# ---- block 1 ----
<file path="src/rtl/fetch6809.sv">
// fetch6809 - instruction-fetch and vector sequencer for the m6809 core.
//
// Owns the memory bus from reset through each opcode fetch. It fetches one of
// the eight vectors, folds page-prefix bytes (0x10/0x11) into a single decoded
// opcode, offers it to execute over a valid/ready handshake, and then releases
// the bus until execute returns control with the next PC.
//
// Optional feature macro: FETCH6809_PREFIX_EN
//   defined   : 0x10/0x11 prefixes are merged (PREFIX state present)
//   undefined : every byte is issued as a plain opcode, ir_page tied to 0
//
// Parameters
//   ADDR_W     address / PC width
//   VEC_BASE   base of the vector table (vector n at VEC_BASE+2n, +2n+1)
//   RESET_IDLE idle bus cycles after reset release (1..15)
//
// Ports
//   clk, reset_b           clock (rising edge), async active-low reset
//   addr, rd               registered bus address and read strobe
//   data_in                read data for addr, sampled at end of cycle
//   ir_valid, ir_ready     opcode handshake to execute
//   ir_op, ir_page, ir_pc  decoded opcode, prefix page, instruction address
//   pc                     address following the last fetched byte
//   resume, resume_pc      execute finished; next fetch address
//   vec_req, vec_sel       level vector request and index
//   vec_ack                one-cycle pulse when the vector PC is loaded
//   halt_b, halted         halt request (low) and parked indication
module fetch6809 #(
  parameter int                ADDR_W     = 16,
  parameter logic [ADDR_W-1:0] VEC_BASE   = ADDR_W'(16'hFFF0),
  parameter int                RESET_IDLE = 1
) (
  input  logic              clk,
  input  logic              reset_b,
  output logic [ADDR_W-1:0] addr,
  output logic              rd,
  input  logic [7:0]        data_in,
  output logic              ir_valid,
  input  logic              ir_ready,
  output logic [7:0]        ir_op,
  output logic [1:0]        ir_page,
  output logic [ADDR_W-1:0] ir_pc,
  output logic [ADDR_W-1:0] pc,
  input  logic              resume,
  input  logic [ADDR_W-1:0] resume_pc,
  input  logic              vec_req,
  input  logic [2:0]        vec_sel,
  output logic              vec_ack,
  input  logic              halt_b,
  output logic              halted
);

  typedef enum logic [2:0] {
    S_RESET,
    S_VEC_HI,
    S_VEC_LO,
    S_FETCH,
`ifdef FETCH6809_PREFIX_EN
    S_PREFIX,
`endif
    S_ISSUE,
    S_HOLD,
    S_HALT
  } state_t;

  localparam logic [3:0] IDLE_LAST = 4'(RESET_IDLE - 1);

  state_t            r_state, w_state_nxt;
  logic [3:0]        r_cnt;
  logic [2:0]        r_vec, w_vec_nxt;
  logic              r_rst_entry, w_rst_entry_nxt;
  logic [7:0]        r_vec_hi;
  logic [ADDR_W-1:0] r_pc, w_pc_nxt;
  logic [ADDR_W-1:0] r_ir_pc, w_ir_pc_nxt;
  logic [7:0]        r_ir_op, w_ir_op_nxt;
  logic [ADDR_W-1:0] r_addr, w_addr_nxt;
  logic              r_rd, r_ir_valid, r_vec_ack, r_halted;
`ifdef FETCH6809_PREFIX_EN
  logic [1:0]        r_ir_page, w_ir_page_nxt;
`endif

  // Vector table address, wrapping modulo 2^ADDR_W.
  function automatic logic [ADDR_W-1:0] vec_addr(input logic [2:0] v);
    return VEC_BASE + ADDR_W'({v, 1'b0});
  endfunction

  always_comb begin
    w_state_nxt     = r_state;
    w_vec_nxt       = r_vec;
    w_rst_entry_nxt = r_rst_entry;
    w_pc_nxt        = r_pc;
    w_ir_pc_nxt     = r_ir_pc;
    w_ir_op_nxt     = r_ir_op;
`ifdef FETCH6809_PREFIX_EN
    w_ir_page_nxt   = r_ir_page;
`endif
    case (r_state)
      S_RESET: begin
        if (r_cnt == IDLE_LAST) begin
          w_state_nxt     = S_VEC_HI;
          w_vec_nxt       = 3'd7;
          w_rst_entry_nxt = 1'b1;
        end
      end
      S_VEC_HI: w_state_nxt = S_VEC_LO;
      S_VEC_LO: begin
        w_pc_nxt    = ADDR_W'({r_vec_hi, data_in});
        w_state_nxt = S_FETCH;
      end
      S_FETCH: begin
        w_ir_pc_nxt = r_pc;
        w_pc_nxt    = r_pc + 1'b1;
`ifdef FETCH6809_PREFIX_EN
        if (data_in == 8'h10 || data_in == 8'h11) begin
          w_ir_page_nxt = (data_in == 8'h10) ? 2'd1 : 2'd2;
          w_state_nxt   = S_PREFIX;
        end else begin
          w_ir_page_nxt = 2'd0;
          w_ir_op_nxt   = data_in;
          w_state_nxt   = S_ISSUE;
        end
`else
        w_ir_op_nxt = data_in;
        w_state_nxt = S_ISSUE;
`endif
      end
`ifdef FETCH6809_PREFIX_EN
      S_PREFIX: begin
        w_pc_nxt = r_pc + 1'b1;
        // Repeated prefixes: the last one seen selects the page.
        if (data_in == 8'h10 || data_in == 8'h11) begin
          w_ir_page_nxt = (data_in == 8'h10) ? 2'd1 : 2'd2;
        end else begin
          w_ir_op_nxt = data_in;
          w_state_nxt = S_ISSUE;
        end
      end
`endif
      S_ISSUE: begin
        if (ir_ready) w_state_nxt = S_HOLD;
      end
      S_HOLD: begin
        if (resume) begin
          w_pc_nxt = resume_pc;
          if (!halt_b) begin
            w_state_nxt = S_HALT;
          end else if (vec_req) begin
            w_state_nxt     = S_VEC_HI;
            w_vec_nxt       = vec_sel;
            w_rst_entry_nxt = 1'b0;
          end else begin
            w_state_nxt = S_FETCH;
          end
        end
      end
      S_HALT: begin
        if (halt_b) begin
          if (vec_req) begin
            w_state_nxt     = S_VEC_HI;
            w_vec_nxt       = vec_sel;
            w_rst_entry_nxt = 1'b0;
          end else begin
            w_state_nxt = S_FETCH;
          end
        end
      end
      default: w_state_nxt = S_RESET;
    endcase
  end

  // Bus outputs are registered from the next-state decode so that addr/rd
  // change only on the clock edge that enters the state they belong to.
  always_comb begin
    w_addr_nxt = r_addr;
    case (w_state_nxt)
      S_RESET:  w_addr_nxt = vec_addr(3'd7);
      S_VEC_HI: w_addr_nxt = vec_addr(w_vec_nxt);
      S_VEC_LO: w_addr_nxt = vec_addr(w_vec_nxt) + 1'b1;
      S_FETCH:  w_addr_nxt = w_pc_nxt;
`ifdef FETCH6809_PREFIX_EN
      S_PREFIX: w_addr_nxt = w_pc_nxt;
`endif
      default:  w_addr_nxt = r_addr;
    endcase
  end

  always_ff @(posedge clk or negedge reset_b) begin
    if (!reset_b) begin
      r_state     <= S_RESET;
      r_cnt       <= 4'd0;
      r_vec       <= 3'd7;
      r_rst_entry <= 1'b1;
      r_vec_hi    <= 8'd0;
      r_pc        <= '0;
      r_ir_pc     <= '0;
      r_ir_op     <= 8'd0;
      r_addr      <= vec_addr(3'd7);
      r_rd        <= 1'b0;
      r_ir_valid  <= 1'b0;
      r_vec_ack   <= 1'b0;
      r_halted    <= 1'b0;
`ifdef FETCH6809_PREFIX_EN
      r_ir_page   <= 2'd0;
`endif
    end else begin
      r_state     <= w_state_nxt;
      r_cnt       <= (r_state == S_RESET && w_state_nxt == S_RESET) ? r_cnt + 4'd1 : 4'd0;
      r_vec       <= w_vec_nxt;
      r_rst_entry <= w_rst_entry_nxt;
      if (r_state == S_VEC_HI) r_vec_hi <= data_in;
      r_pc        <= w_pc_nxt;
      r_ir_pc     <= w_ir_pc_nxt;
      r_ir_op     <= w_ir_op_nxt;
      r_addr      <= w_addr_nxt;
      r_rd        <= (w_state_nxt == S_VEC_HI) || (w_state_nxt == S_VEC_LO) ||
`ifdef FETCH6809_PREFIX_EN
                     (w_state_nxt == S_PREFIX) ||
`endif
                     (w_state_nxt == S_FETCH);
      r_ir_valid  <= (w_state_nxt == S_ISSUE);
      // The reset-vector load is not acknowledged to the interrupt logic.
      r_vec_ack   <= (w_state_nxt == S_VEC_LO) && !w_rst_entry_nxt;
      r_halted    <= (w_state_nxt == S_HALT);
`ifdef FETCH6809_PREFIX_EN
      r_ir_page   <= w_ir_page_nxt;
`endif
    end
  end

  assign addr     = r_addr;
  assign rd       = r_rd;
  assign ir_valid = r_ir_valid;
  assign ir_op    = r_ir_op;
  assign ir_pc    = r_ir_pc;
  assign pc       = r_pc;
  assign vec_ack  = r_vec_ack;
  assign halted   = r_halted;
`ifdef FETCH6809_PREFIX_EN
  assign ir_page  = r_ir_page;
`else
  assign ir_page  = 2'd0;
`endif

endmodule

</file>
<file path="config.mk">
export PLATFORM = sky130hd
export DESIGN_NAME = fetch6809
export DESIGN_NICKNAME = d
export VERILOG_FILES = /design/src/rtl/fetch6809.sv
export SDC_FILE = /design/constraint.sdc
export NUM_CORES = 1
export LEC_CHECK = 0
export CELL_PAD_IN_SITES_DETAIL_PLACEMENT = 2
export CELL_PAD_IN_SITES_GLOBAL_PLACEMENT = 2
export CORE_MARGIN = 10
export CORE_UTILIZATION = 32
export CTS_BUF_LIST = sky130_fd_sc_hd__clkbuf_2 sky130_fd_sc_hd__clkbuf_4 sky130_fd_sc_hd__clkbuf_8
export DETAILED_ROUTE_END_ITERATION = 12
export PLACE_DENSITY = 0.83
export REMOVE_ABC_BUFFERS = 1
export SYNTH_ARGS = -nofsm -noshare
export SYNTH_HDL_FRONTEND = slang
export SYNTH_SLANG_ARGS = --single-unit
</file>
<file path="constraint.sdc">
create_clock -name clk -period 2.42 [get_ports clk]
set_input_delay 0.242 -clock clk [delete_from_list [all_inputs] [get_ports clk]]
set_output_delay 0.242 -clock clk [all_outputs]
set_load 0.02 [all_outputs]
</file>
# ---- block 2 ----
--- src/rtl/ecall_io_unit.sv ---
// ecall I/O service unit.
// Read requests stall the core until a debounced confirm press, then deliver
// decoded switch data for write-back to a0. Write requests update the LED or
// 7-segment value register in a single cycle without stalling.
module ecall_io_unit #(
    parameter int DEBOUNCE_CYCLES = 1_000_000,
    parameter int CNT_W           = 20
) (
    input  logic        clk,
    input  logic        rst,
    input  logic        IORead,
    input  logic        IOWrite,
    input  logic [31:0] rega7,
    input  logic [31:0] rega0,
    input  logic [15:0] switch_in,
    input  logic        btn_confirm,
    output logic        io_stall,
    output logic [31:0] io_rdata,
    output logic        io_rdata_valid,
    output logic [15:0] led_out,
    output logic [31:0] seg_value
);

    typedef enum logic [1:0] {
        IDLE       = 2'd0,
        WAIT_REL   = 2'd1,
        WAIT_PRESS = 2'd2,
        DONE       = 2'd3
    } state_t;

    localparam logic [CNT_W-1:0] DB_LAST = CNT_W'(DEBOUNCE_CYCLES - 1);

    state_t            state;
    state_t            state_next;
    logic [15:0]       sw_meta;
    logic [15:0]       sw_sync;
    logic              btn_meta;
    logic              btn_sync;
    logic              btn_stable;
    logic [CNT_W-1:0]  db_cnt;
    logic              read_latch;
    logic [31:0]       rdata_dec;

    // Only the low three bits of a7 select the service.
    logic              unused_a7_high;
    assign unused_a7_high = ^rega7[31:3];

    // Two-flop synchronizers for the asynchronous board inputs.
    always_ff @(posedge clk or posedge rst) begin
        if (rst) begin
            sw_meta  <= '0;
            sw_sync  <= '0;
            btn_meta <= 1'b0;
            btn_sync <= 1'b0;
        end else begin
            sw_meta  <= switch_in;
            sw_sync  <= sw_meta;
            btn_meta <= btn_confirm;
            btn_sync <= btn_meta;
        end
    end

    // Debounce: accept a new button level only after it persists for DEBOUNCE_CYCLES cycles.
    always_ff @(posedge clk or posedge rst) begin
        if (rst) begin
            btn_stable <= 1'b0;
            db_cnt     <= '0;
        end else if (btn_sync == btn_stable) begin
            db_cnt <= '0;
        end else if (db_cnt == DB_LAST) begin
            btn_stable <= btn_sync;
            db_cnt     <= '0;
        end else begin
            db_cnt <= db_cnt + CNT_W'(1);
        end
    end

    // Read-handshake state register.
    always_ff @(posedge clk or posedge rst) begin
        if (rst) begin
            state <= IDLE;
        end else begin
            state <= state_next;
        end
    end

    // Next-state and handshake outputs; stall asserts in the same cycle a read arrives.
    always_comb begin
        state_next     = state;
        io_stall       = 1'b0;
        io_rdata_valid = 1'b0;
        read_latch     = 1'b0;
        case (state)
            IDLE: begin
                if (IORead) begin
                    io_stall   = 1'b1;
                    state_next = WAIT_REL;
                end
            end
            WAIT_REL: begin
                io_stall = 1'b1;
                if (!btn_stable) begin
                    state_next = WAIT_PRESS;
                end
            end
            WAIT_PRESS: begin
                io_stall = 1'b1;
                if (btn_stable) begin
                    read_latch = 1'b1;
                    state_next = DONE;
                end
            end
            DONE: begin
                io_rdata_valid = 1'b1;
                state_next     = IDLE;
            end
            default: begin
                state_next = IDLE;
            end
        endcase
    end

    // Read data formatting selected by a7.
    always_comb begin
        rdata_dec = '0;
        case (rega7[2:0])
            3'd0:    rdata_dec = {16'b0, sw_sync};
            3'd1:    rdata_dec = {{16{sw_sync[15]}}, sw_sync};
            3'd2:    rdata_dec = {24'b0, sw_sync[7:0]};
            3'd3:    rdata_dec = {{24{sw_sync[7]}}, sw_sync[7:0]};
            default: rdata_dec = {16'b0, sw_sync};
        endcase
    end

    // Read data register, held until the next confirmed read.
    always_ff @(posedge clk or posedge rst) begin
        if (rst) begin
            io_rdata <= '0;
        end else if (read_latch) begin
            io_rdata <= rdata_dec;
        end
    end

    // Output registers written by ecall; a simultaneous read request suppresses the write.
    always_ff @(posedge clk or posedge rst) begin
        if (rst) begin
            led_out   <= '0;
            seg_value <= '0;
        end else if (IOWrite && !IORead) begin
            case (rega7[2:0])
                3'd4:    led_out   <= rega0[15:0];
                3'd5:    seg_value <= rega0;
                default: ;
            endcase
        end
    end

endmodule
--- config.mk ---
export PLATFORM = sky130hd
export DESIGN_NAME = ecall_io_unit
export DESIGN_NICKNAME = d
export VERILOG_FILES = /design/src/rtl/ecall_io_unit.sv
export SDC_FILE = /design/constraint.sdc
export NUM_CORES = 1
export LEC_CHECK = 0
export ABC_CLOCK_PERIOD_IN_PS = 7950
export CAP_MARGIN = 20
export CORE_ASPECT_RATIO = 0.9
export CORE_UTILIZATION = 48
export DETAILED_ROUTE_END_ITERATION = 6
export GPL_TIMING_DRIVEN = 0
export PLACE_DENSITY_LB_ADDON = 0.25
export SYNTH_ARGS = -nofsm -noshare
export SYNTH_HDL_FRONTEND = slang
export SYNTH_SLANG_ARGS = --single-unit
--- constraint.sdc ---
create_clock -name clk -period 7.95 [get_ports clk]
set_clock_uncertainty 0.2 [all_clocks]
set_input_delay 1.1925 -clock clk [delete_from_list [all_inputs] [get_ports clk]]
set_output_delay 1.1925 -clock clk [all_outputs]
set_load 0.05 [all_outputs]
# ---- block 3 ----
$ cat config.mk
export PLATFORM = sky130hd
export DESIGN_NAME = escaner_teclado_4x4
export DESIGN_NICKNAME = d
export VERILOG_FILES = /design/src/rtl/escaner_teclado_4x4.sv
export SDC_FILE = /design/constraint.sdc
export NUM_CORES = 1
export LEC_CHECK = 0
export CAP_MARGIN = 10
export CORE_UTILIZATION = 54
export DETAILED_ROUTE_END_ITERATION = 12
export PLACE_DENSITY = 0.86
export SYNTH_ARGS = -nofsm -noshare
export SYNTH_HDL_FRONTEND = slang
export SYNTH_SLANG_ARGS = --single-unit
$ cat constraint.sdc
create_clock -name i_Reloj -period 2.5 [get_ports i_Reloj]
set_clock_uncertainty 0.05 [all_clocks]
set_input_delay 0.5 -clock i_Reloj [delete_from_list [all_inputs] [get_ports i_Reloj]]
set_output_delay 0.5 -clock i_Reloj [all_outputs]
set_load 0.005 [all_outputs]
$ cat src/rtl/escaner_teclado_4x4.sv
// ============================================================================
// Module  : escaner_teclado_4x4
// Brief   : 4x4 matrix keypad scanner with per-tick debounce and a 4-code
//           history register for a 4-digit display.
// Revision: 1.0 - initial release
// ============================================================================
`default_nettype none

module escaner_teclado_4x4 #(
  parameter int DIV     = 100000,
  parameter int DEB_CNT = 4
) (
  input  logic        i_Reloj,
  input  logic        i_Reset,
  input  logic [3:0]  i_Columnas,
  output logic [3:0]  o_Filas,
  output logic [3:0]  o_Tecla,
  output logic        o_Valida,
  output logic        o_Presionada,
  output logic [15:0] o_Digitos
);

  localparam int c_DIV_W = (DIV > 1) ? $clog2(DIV) : 1;
  localparam int c_CNT_W = $clog2(DEB_CNT + 1);
  localparam logic [c_DIV_W-1:0] c_DIV_MAX = c_DIV_W'(DIV - 1);
  localparam logic [c_CNT_W-1:0] c_DEB     = c_CNT_W'(DEB_CNT);
  localparam logic [c_CNT_W-1:0] c_UNO     = c_CNT_W'(1);

  typedef enum logic [1:0] {
    ESCANEO    = 2'd0,
    REBOTE     = 2'd1,
    PRESIONADA = 2'd2,
    LIBERACION = 2'd3
  } estado_t;

  estado_t            r_estado, w_estado_sig;
  logic [3:0]         r_sync1, r_sync2;
  logic [c_DIV_W-1:0] r_div;
  logic [1:0]         r_fila, w_fila_sig;
  logic [c_CNT_W-1:0] r_cnt, w_cnt_sig, w_cnt_inc;
  logic [3:0]         r_cand, w_cand_sig;
  logic [3:0]         r_tecla;
  logic               r_valida, r_presionada;
  logic [15:0]        r_digitos;
  logic               w_tick, w_col_low, w_aceptar, w_soltar;
  logic [1:0]         w_col_idx;

  assign w_tick    = (r_div == c_DIV_MAX);
  assign w_col_low = (r_sync2 != 4'hF);
  assign w_cnt_inc = (r_cnt >= c_DEB) ? c_DEB : r_cnt + c_UNO;

  // Lowest-numbered low column wins when several are pressed together.
  always_comb begin
    casez (r_sync2)
      4'b???0: w_col_idx = 2'd0;
      4'b??01: w_col_idx = 2'd1;
      4'b?011: w_col_idx = 2'd2;
      default: w_col_idx = 2'd3;
    endcase
  end

  always_comb begin
    w_estado_sig = r_estado;
    w_cnt_sig    = r_cnt;
    w_fila_sig   = r_fila;
    w_cand_sig   = r_cand;
    w_aceptar    = 1'b0;
    w_soltar     = 1'b0;
    if (w_tick) begin
      case (r_estado)
        ESCANEO: begin
          if (w_col_low) begin
            w_cand_sig = {r_fila, w_col_idx};
            w_cnt_sig  = c_UNO;
            if (DEB_CNT == 1) begin
              w_aceptar    = 1'b1;
              w_estado_sig = PRESIONADA;
            end else begin
              w_estado_sig = REBOTE;
            end
          end else begin
            w_fila_sig = r_fila + 2'd1;
          end
        end
        REBOTE: begin
          if (w_col_low && (w_col_idx == r_cand[1:0])) begin
            w_cnt_sig = w_cnt_inc;
            if (w_cnt_inc == c_DEB) begin
              w_aceptar    = 1'b1;
              w_estado_sig = PRESIONADA;
            end
          end else begin
            w_estado_sig = ESCANEO;
            w_fila_sig   = r_fila + 2'd1;
          end
        end
        PRESIONADA: begin
          if (!w_col_low) begin
            w_cnt_sig = c_UNO;
            if (DEB_CNT == 1) begin
              w_soltar     = 1'b1;
              w_estado_sig = ESCANEO;
              w_fila_sig   = r_fila + 2'd1;
            end else begin
              w_estado_sig = LIBERACION;
            end
          end
        end
        default: begin
          if (w_col_low) begin
            w_estado_sig = PRESIONADA;
          end else begin
            w_cnt_sig = w_cnt_inc;
            if (w_cnt_inc == c_DEB) begin
              w_soltar     = 1'b1;
              w_estado_sig = ESCANEO;
              w_fila_sig   = r_fila + 2'd1;
            end
          end
        end
      endcase
    end
  end

  always_ff @(posedge i_Reloj) begin
    if (!i_Reset) r_estado <= ESCANEO;
    else          r_estado <= w_estado_sig;
  end

  always_ff @(posedge i_Reloj) begin
    if (!i_Reset) begin
      r_sync1      <= 4'hF;
      r_sync2      <= 4'hF;
      r_div        <= '0;
      r_fila       <= 2'd0;
      r_cnt        <= '0;
      r_cand       <= 4'h0;
      r_tecla      <= 4'h0;
      r_valida     <= 1'b0;
      r_presionada <= 1'b0;
      r_digitos    <= 16'h0000;
    end else begin
      r_sync1  <= i_Columnas;
      r_sync2  <= r_sync1;
      r_div    <= w_tick ? '0 : r_div + c_DIV_W'(1);
      r_fila   <= w_fila_sig;
      r_cnt    <= w_cnt_sig;
      r_cand   <= w_cand_sig;
      r_valida <= w_aceptar;
      if (w_aceptar) begin
        r_tecla      <= w_cand_sig;
        r_presionada <= 1'b1;
        r_digitos    <= {r_digitos[11:0], w_cand_sig};
      end else if (w_soltar) begin
        r_presionada <= 1'b0;
      end
    end
  end

  assign o_Filas      = ~(4'b0001 << r_fila);
  assign o_Tecla      = r_tecla;
  assign o_Valida     = r_valida;
  assign o_Presionada = r_presionada;
  assign o_Digitos    = r_digitos;

endmodule

`default_nettype wire

**Block 3: power grid**

Scale: 6 px per µm. Pins as bars on the die edge.
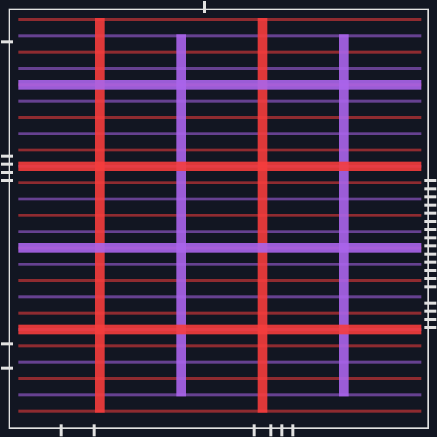
legend:
  red:
    net: VSS
  purple:
    net: VDD
signal pins: 32
met5 straps: 4
rows: 24
Die Height: 69.6 µm
chip width: 69.6 µm
core box area: 0.00438 mm²

==> flow_summary.yaml, block 3 <==
# physical design summary
run_status:
  outcome: "finished, final reports clean"
clocking:
  clock.latency.late_pin_ns: 0.31
  clockBufferDepth: 2
  cts_tree: "built"
  cts_root_buf: "clkbuf_8"
power_and_ir_drop:
  p_clk_uw: 578
  p_seq_share_pct: 58.0
  clkPwrFrac_pct: 38.3
  p_int_uw: 1190
  power_density_mw_per_mm2: 522
  p_sw_uw: 318
  switching_share_pct: 21.1
  pg_seq_uw: 876
layout:
  antenna_cells: 0
  inverters_excl_clock: 14
  fill_cells: 355
  final_common_cell: "dfxtp_1"
  clockBufferCount: 6
  fin_nets: 310
  final-seq-area_mm2: 0.00108
  flop-count: 54
  area_delta_synth_final_pct: 17.4
  seq_area_share_pct: 37.4
  design_area_mm2: 0.00289
  comb_share_pct: 43.5
  layout.nonclk_buf_share_pct: 11.2
  clock_area_share_pct: 3.80
logic_synthesis:
  yosysMostFrequentCell: "dfxtp_1"
  yosysTopAreaCell: "dfxtp_1"
  synth_cells: 267
  synth_flops: 54
  synth_adder_area_share_pct: 5.58
  edf_count: 0
  fp_nets: 284
  ys_warn_count: 0
  synth_area_per_cell_um2: 9.24
  synth-main-ff-cell: "dfxtp_1"
  top_area_share_pct: 43.8
  topCellsByArea: "dfxtp_1, ha_1, a21oi_1"
routing:
  drc: 0
final_timing:
  setup_ws_ns: 0.327
  report.final.slew_viol_count: 0
  fmax_mhz: 460
  tightest_slew_ns: 0.912
  fin_crit_ns: 2.17
  setup_viol: 0
  timing.setup.tns_ns: 0
critical_path:
  crit_chain: "inv_1 -> ha_1 -> inv_1 -> a31oi_1 -> or2_4 -> nor2_1 -> a211oi_1"
  worstRegToRegCells: 7
  cp-end-kind: "register"
  crit_slowest_cell: "a31oi_1"
  arrival_ns: 2.34
  rrSetupSlack_ns: 0.33
  start_kind: "register"
place:
  place_ws_ns: 0.328
  hpwl_um: 3270
  gp_congestion: 0.783
job:
  drv_cap: 0
  warnings: 34
min_path:
  min_path_type: "reg -> reg"
  holdPathStages: 1
  hold_end: "r_sync2[3]"
die:
  design.die.area_mm2: 0.00484
  floorplan.core_util_pct: 56.2
global_route:
  overflow: 0
  track_usage_pct: 20.9
  grt_pass1_wl_um: 8160
-- block 3: critical path: cells and delay by family (launching register included) --
family	cells	cell delay, ns
DFF	1	0.39
AOI/OAI and AO/OA	2	0.81
buffers and inverters	2	0.13
adders and majority gates	1	0.30
and+or+nand+nor	2	0.40
-- block 3: metrics by stage --
stage                     cells  total power [µW]
final                       346              1510
after detailed placement    338               953
after floorplan             267               934
after CTS                   346              1510
after global routing        346              1560
after global placement      338               950
-- block 3: metal layers --
metal	global-route usage (%)	wire length, µm	up-vias
li1	-	-	972
met1	26.5	2170	889
met2	35.1	2180	40
met3	4.94	169	5
met4	6.58	51	0
met5	0	0	-
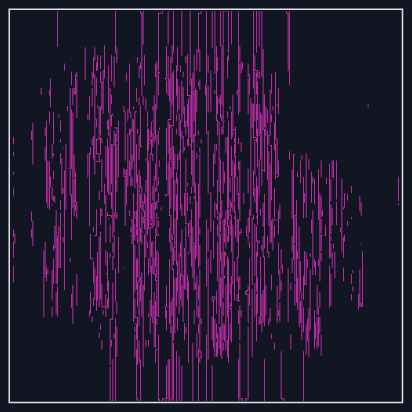
**Above:** block 1 (signal wires on met2).
Scale: 3 px per µm.
nets with wire on the layer: 484
main direction: vertical
longest straight run: 39.8 µm
Routed WL: 14500 µm
DR vias: 3432
M2 GR Usage: 31.2%

==> flow_summary.yaml, block 1 <==
# physical design summary
global_route:
  track_usage_pct: 17.9
  grt_max_degree: 37
  use_met3_pct: 5.12
logic_synthesis:
  ys_sh_aoi_pct: 16.0
  edf_count: 0
  mux_share_pct: 3.64
  synth_cells: 384
final_timing:
  fmax_mhz: 452
  timing.setup.tns_ns: 0
  final.setup_skew_ns: 0.0159
clocking:
  clockBufferDepth: 2
  ctsHoldBuffers: 1
critical_path:
  crit_chain: "buf_4 -> nor3_2 -> and3_1 -> a211oi_4 -> inv_4 -> nand2_2 -> o22a_1"
  worstRegToRegCells: 7
  critPathMaxFanout: 14
  start_kind: "register"
power_and_ir_drop:
  power_density_mw_per_mm2: 1480
die:
  floorplan.core_util_pct: 32.6
run_status:
  outcome: "finished, final reports clean"
layout:
  area_delta_synth_final_pct: 34.6
  seq_area_share_pct: 38.0
==> block 1: where the power goes <==
part           total (µW)  switching (µW)  internal [µW]
combinational        4010            2290           1720
clock                1240             524            713
sequential           2540             601           1940
total                7780            3410           4370
==> block 1: stage by stage <==
stage	setup WS, ns	total power [µW]	area, µm²	util, %
after floorplan	0.326	4580	3760	-
after global placement	0.233	6310	5020	41.8
after detailed placement	0.150	6520	5020	41.8
after CTS	0.223	7860	5270	43.9
after global routing	0.103	8320	5270	43.9
final	0.208	7780	5270	43.9
**Block 2: placement density heat map**

Scale: 4 px per µm. 11 x 10 tiles, from black (low) to pale yellow (high), 0 to 100% covered.
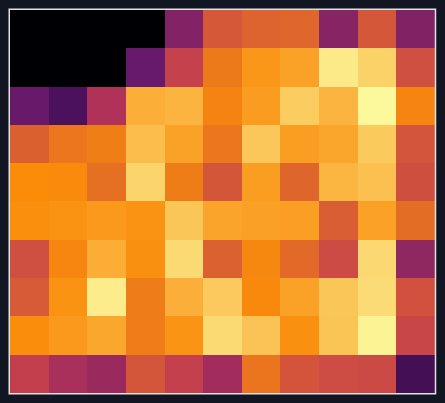
mean over tiles: 65%
emptiest ninth of the die: top left
nearly empty tiles: 6.4%
Final Util: 73.2%
core box area: 0.00929 mm²

**Block 2: power grid**

Scale: 4 px per µm. Pins as bars on the die edge.
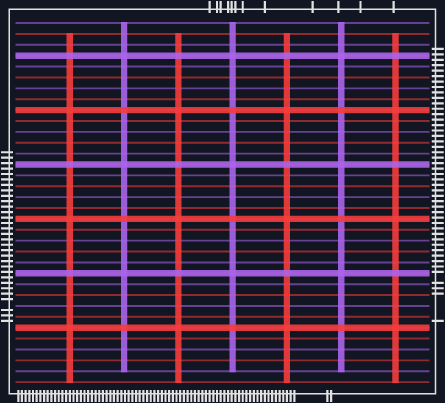
legend:
  purple:
    net: VDD
  red:
    net: VSS
met1 rails: 34
met5 straps: 6
signal pins: 167
rows: 33
chip width: 106 µm
Peak VDD IR: 0.208 mV
Die Height: 95.7 µm

==> flow_summary.yaml, block 2 <==
# physical design summary
die:
  design.die.area_mm2: 0.0102
logic_synthesis:
  yosys_area_mm2: 0.00469
  synth_area_per_cell_um2: 14.0
  ys_warn_count: 0
  ys_seq_share_pct: 65.1
  xor_area_share_pct: 2.99
layout:
  final_common_cell: "clkdlybuf4s50_1"
  drive_above_1_share_pct: 12.7
  fin_nets: 583
final_timing:
  setup_ws_ns: 3.83
  fin_crit_ns: 4.12
  hold_ws_ns: 0.144
  hold_viol_final: 0
  setup_viol: 0
job:
  warnings: 61
critical_path:
  start_kind: "input pin"
  rr_startpoint: "db_cnt[11]"
  cp_top_family: "buffers and inverters"
  path_depth: 4
place:
  placed_cell_area_mm2: 0.00624
clocking:
  clockBufferDepth: 2
min_path:
  hp-start: "sw_meta[12]"
  min_path_type: "reg -> reg"
  hold_end: "sw_sync[12]"
routing:
  met1Wirelength_um: 3900
run_status:
  outcome: "finished, final reports clean"
block 2: per-stage QoR:
step           power, µW  instances
2_1_floorplan        985        335
3_3_place_gp        1150        594
3_5_place_dp        1160        595
4_1_cts             1880        626
5_1_grt             1930        626
6_report            1860        626
block 2: state kept, by name, summed over array words and instances (netlist names):
register,cells
btn_sync,1
btn_meta,1
btn_stable,1
led_out,16
sw_meta,16
db_cnt,20
sw_sync,16
io_rdata,17
state,2
seg_value,32
block 2: report_power, final:
part / internal (µW) / switching (µW)
clock network: 449 / 270
logic: 151 / 272
registers: 688 / 33.2
total: 1290 / 575

## Gallery

Register map, names as in the netlist.
shot_01.png
Scale: 6 px per µm. Other sequential cells in the stronger gray, the rest of the logic in the fainter gray.
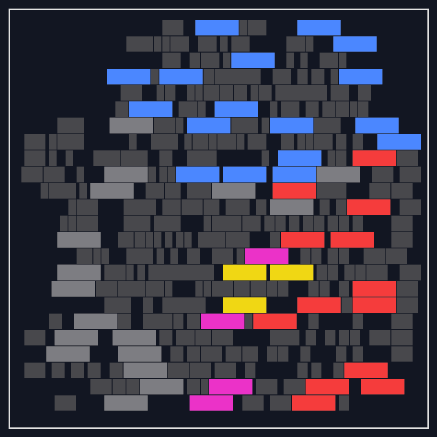
shot_02.png
Scale: 3 px per µm. Other sequential cells in the stronger gray, the rest of the logic in the fainter gray.
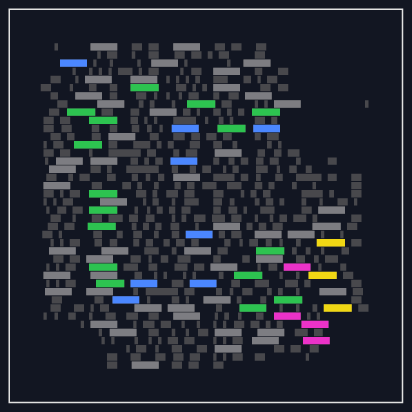
shot_03.png
Scale: 4 px per µm. Other sequential cells in the stronger gray, the rest of the logic in the fainter gray.
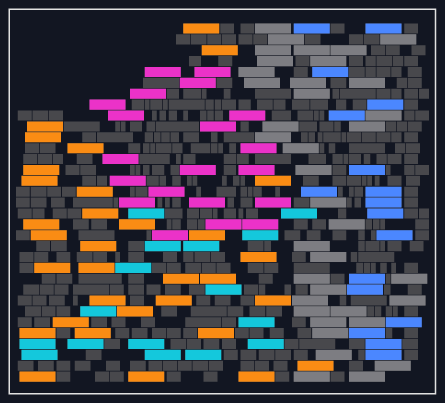
For block 3, see shot_01.png.
For block 1, see shot_02.png.
For block 2, see shot_03.png.
The one with the fewest sequential cells is shot_01.png.
The one with the largest die is shot_02.png.



==> notes/layouts.md <==
Pictures saved along the way, in no particular order.

Clock wiring as the flow saved it.
picture 1
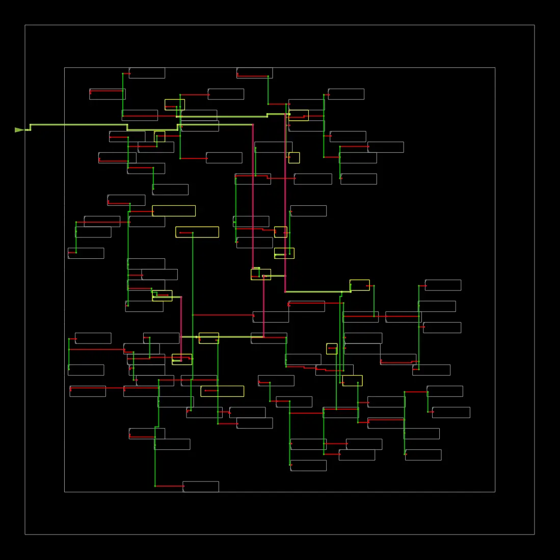
picture 2
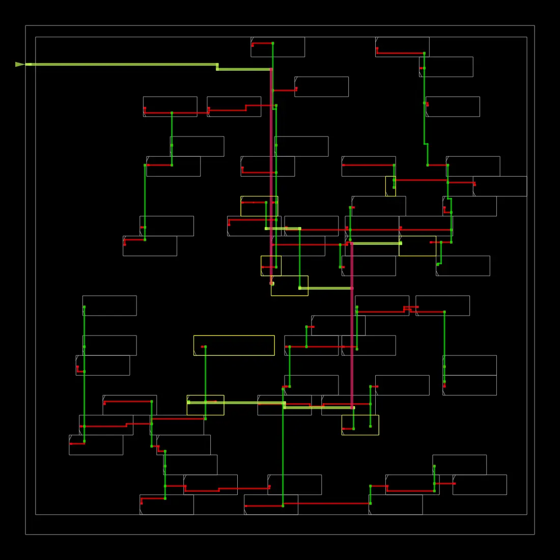
picture 3
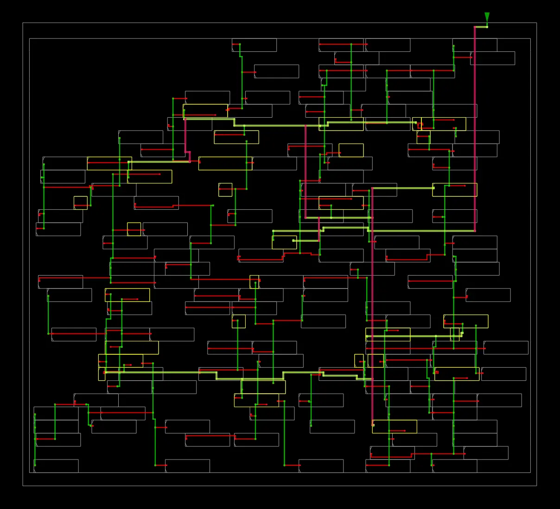
- block 2 = picture 3
- block 1 = picture 1
- block 3 = picture 2
- fewest sequential cells: picture 2
- most clock buffers: picture 3

Power figures rest on the tool's default switching activity, not on a simulated workload.
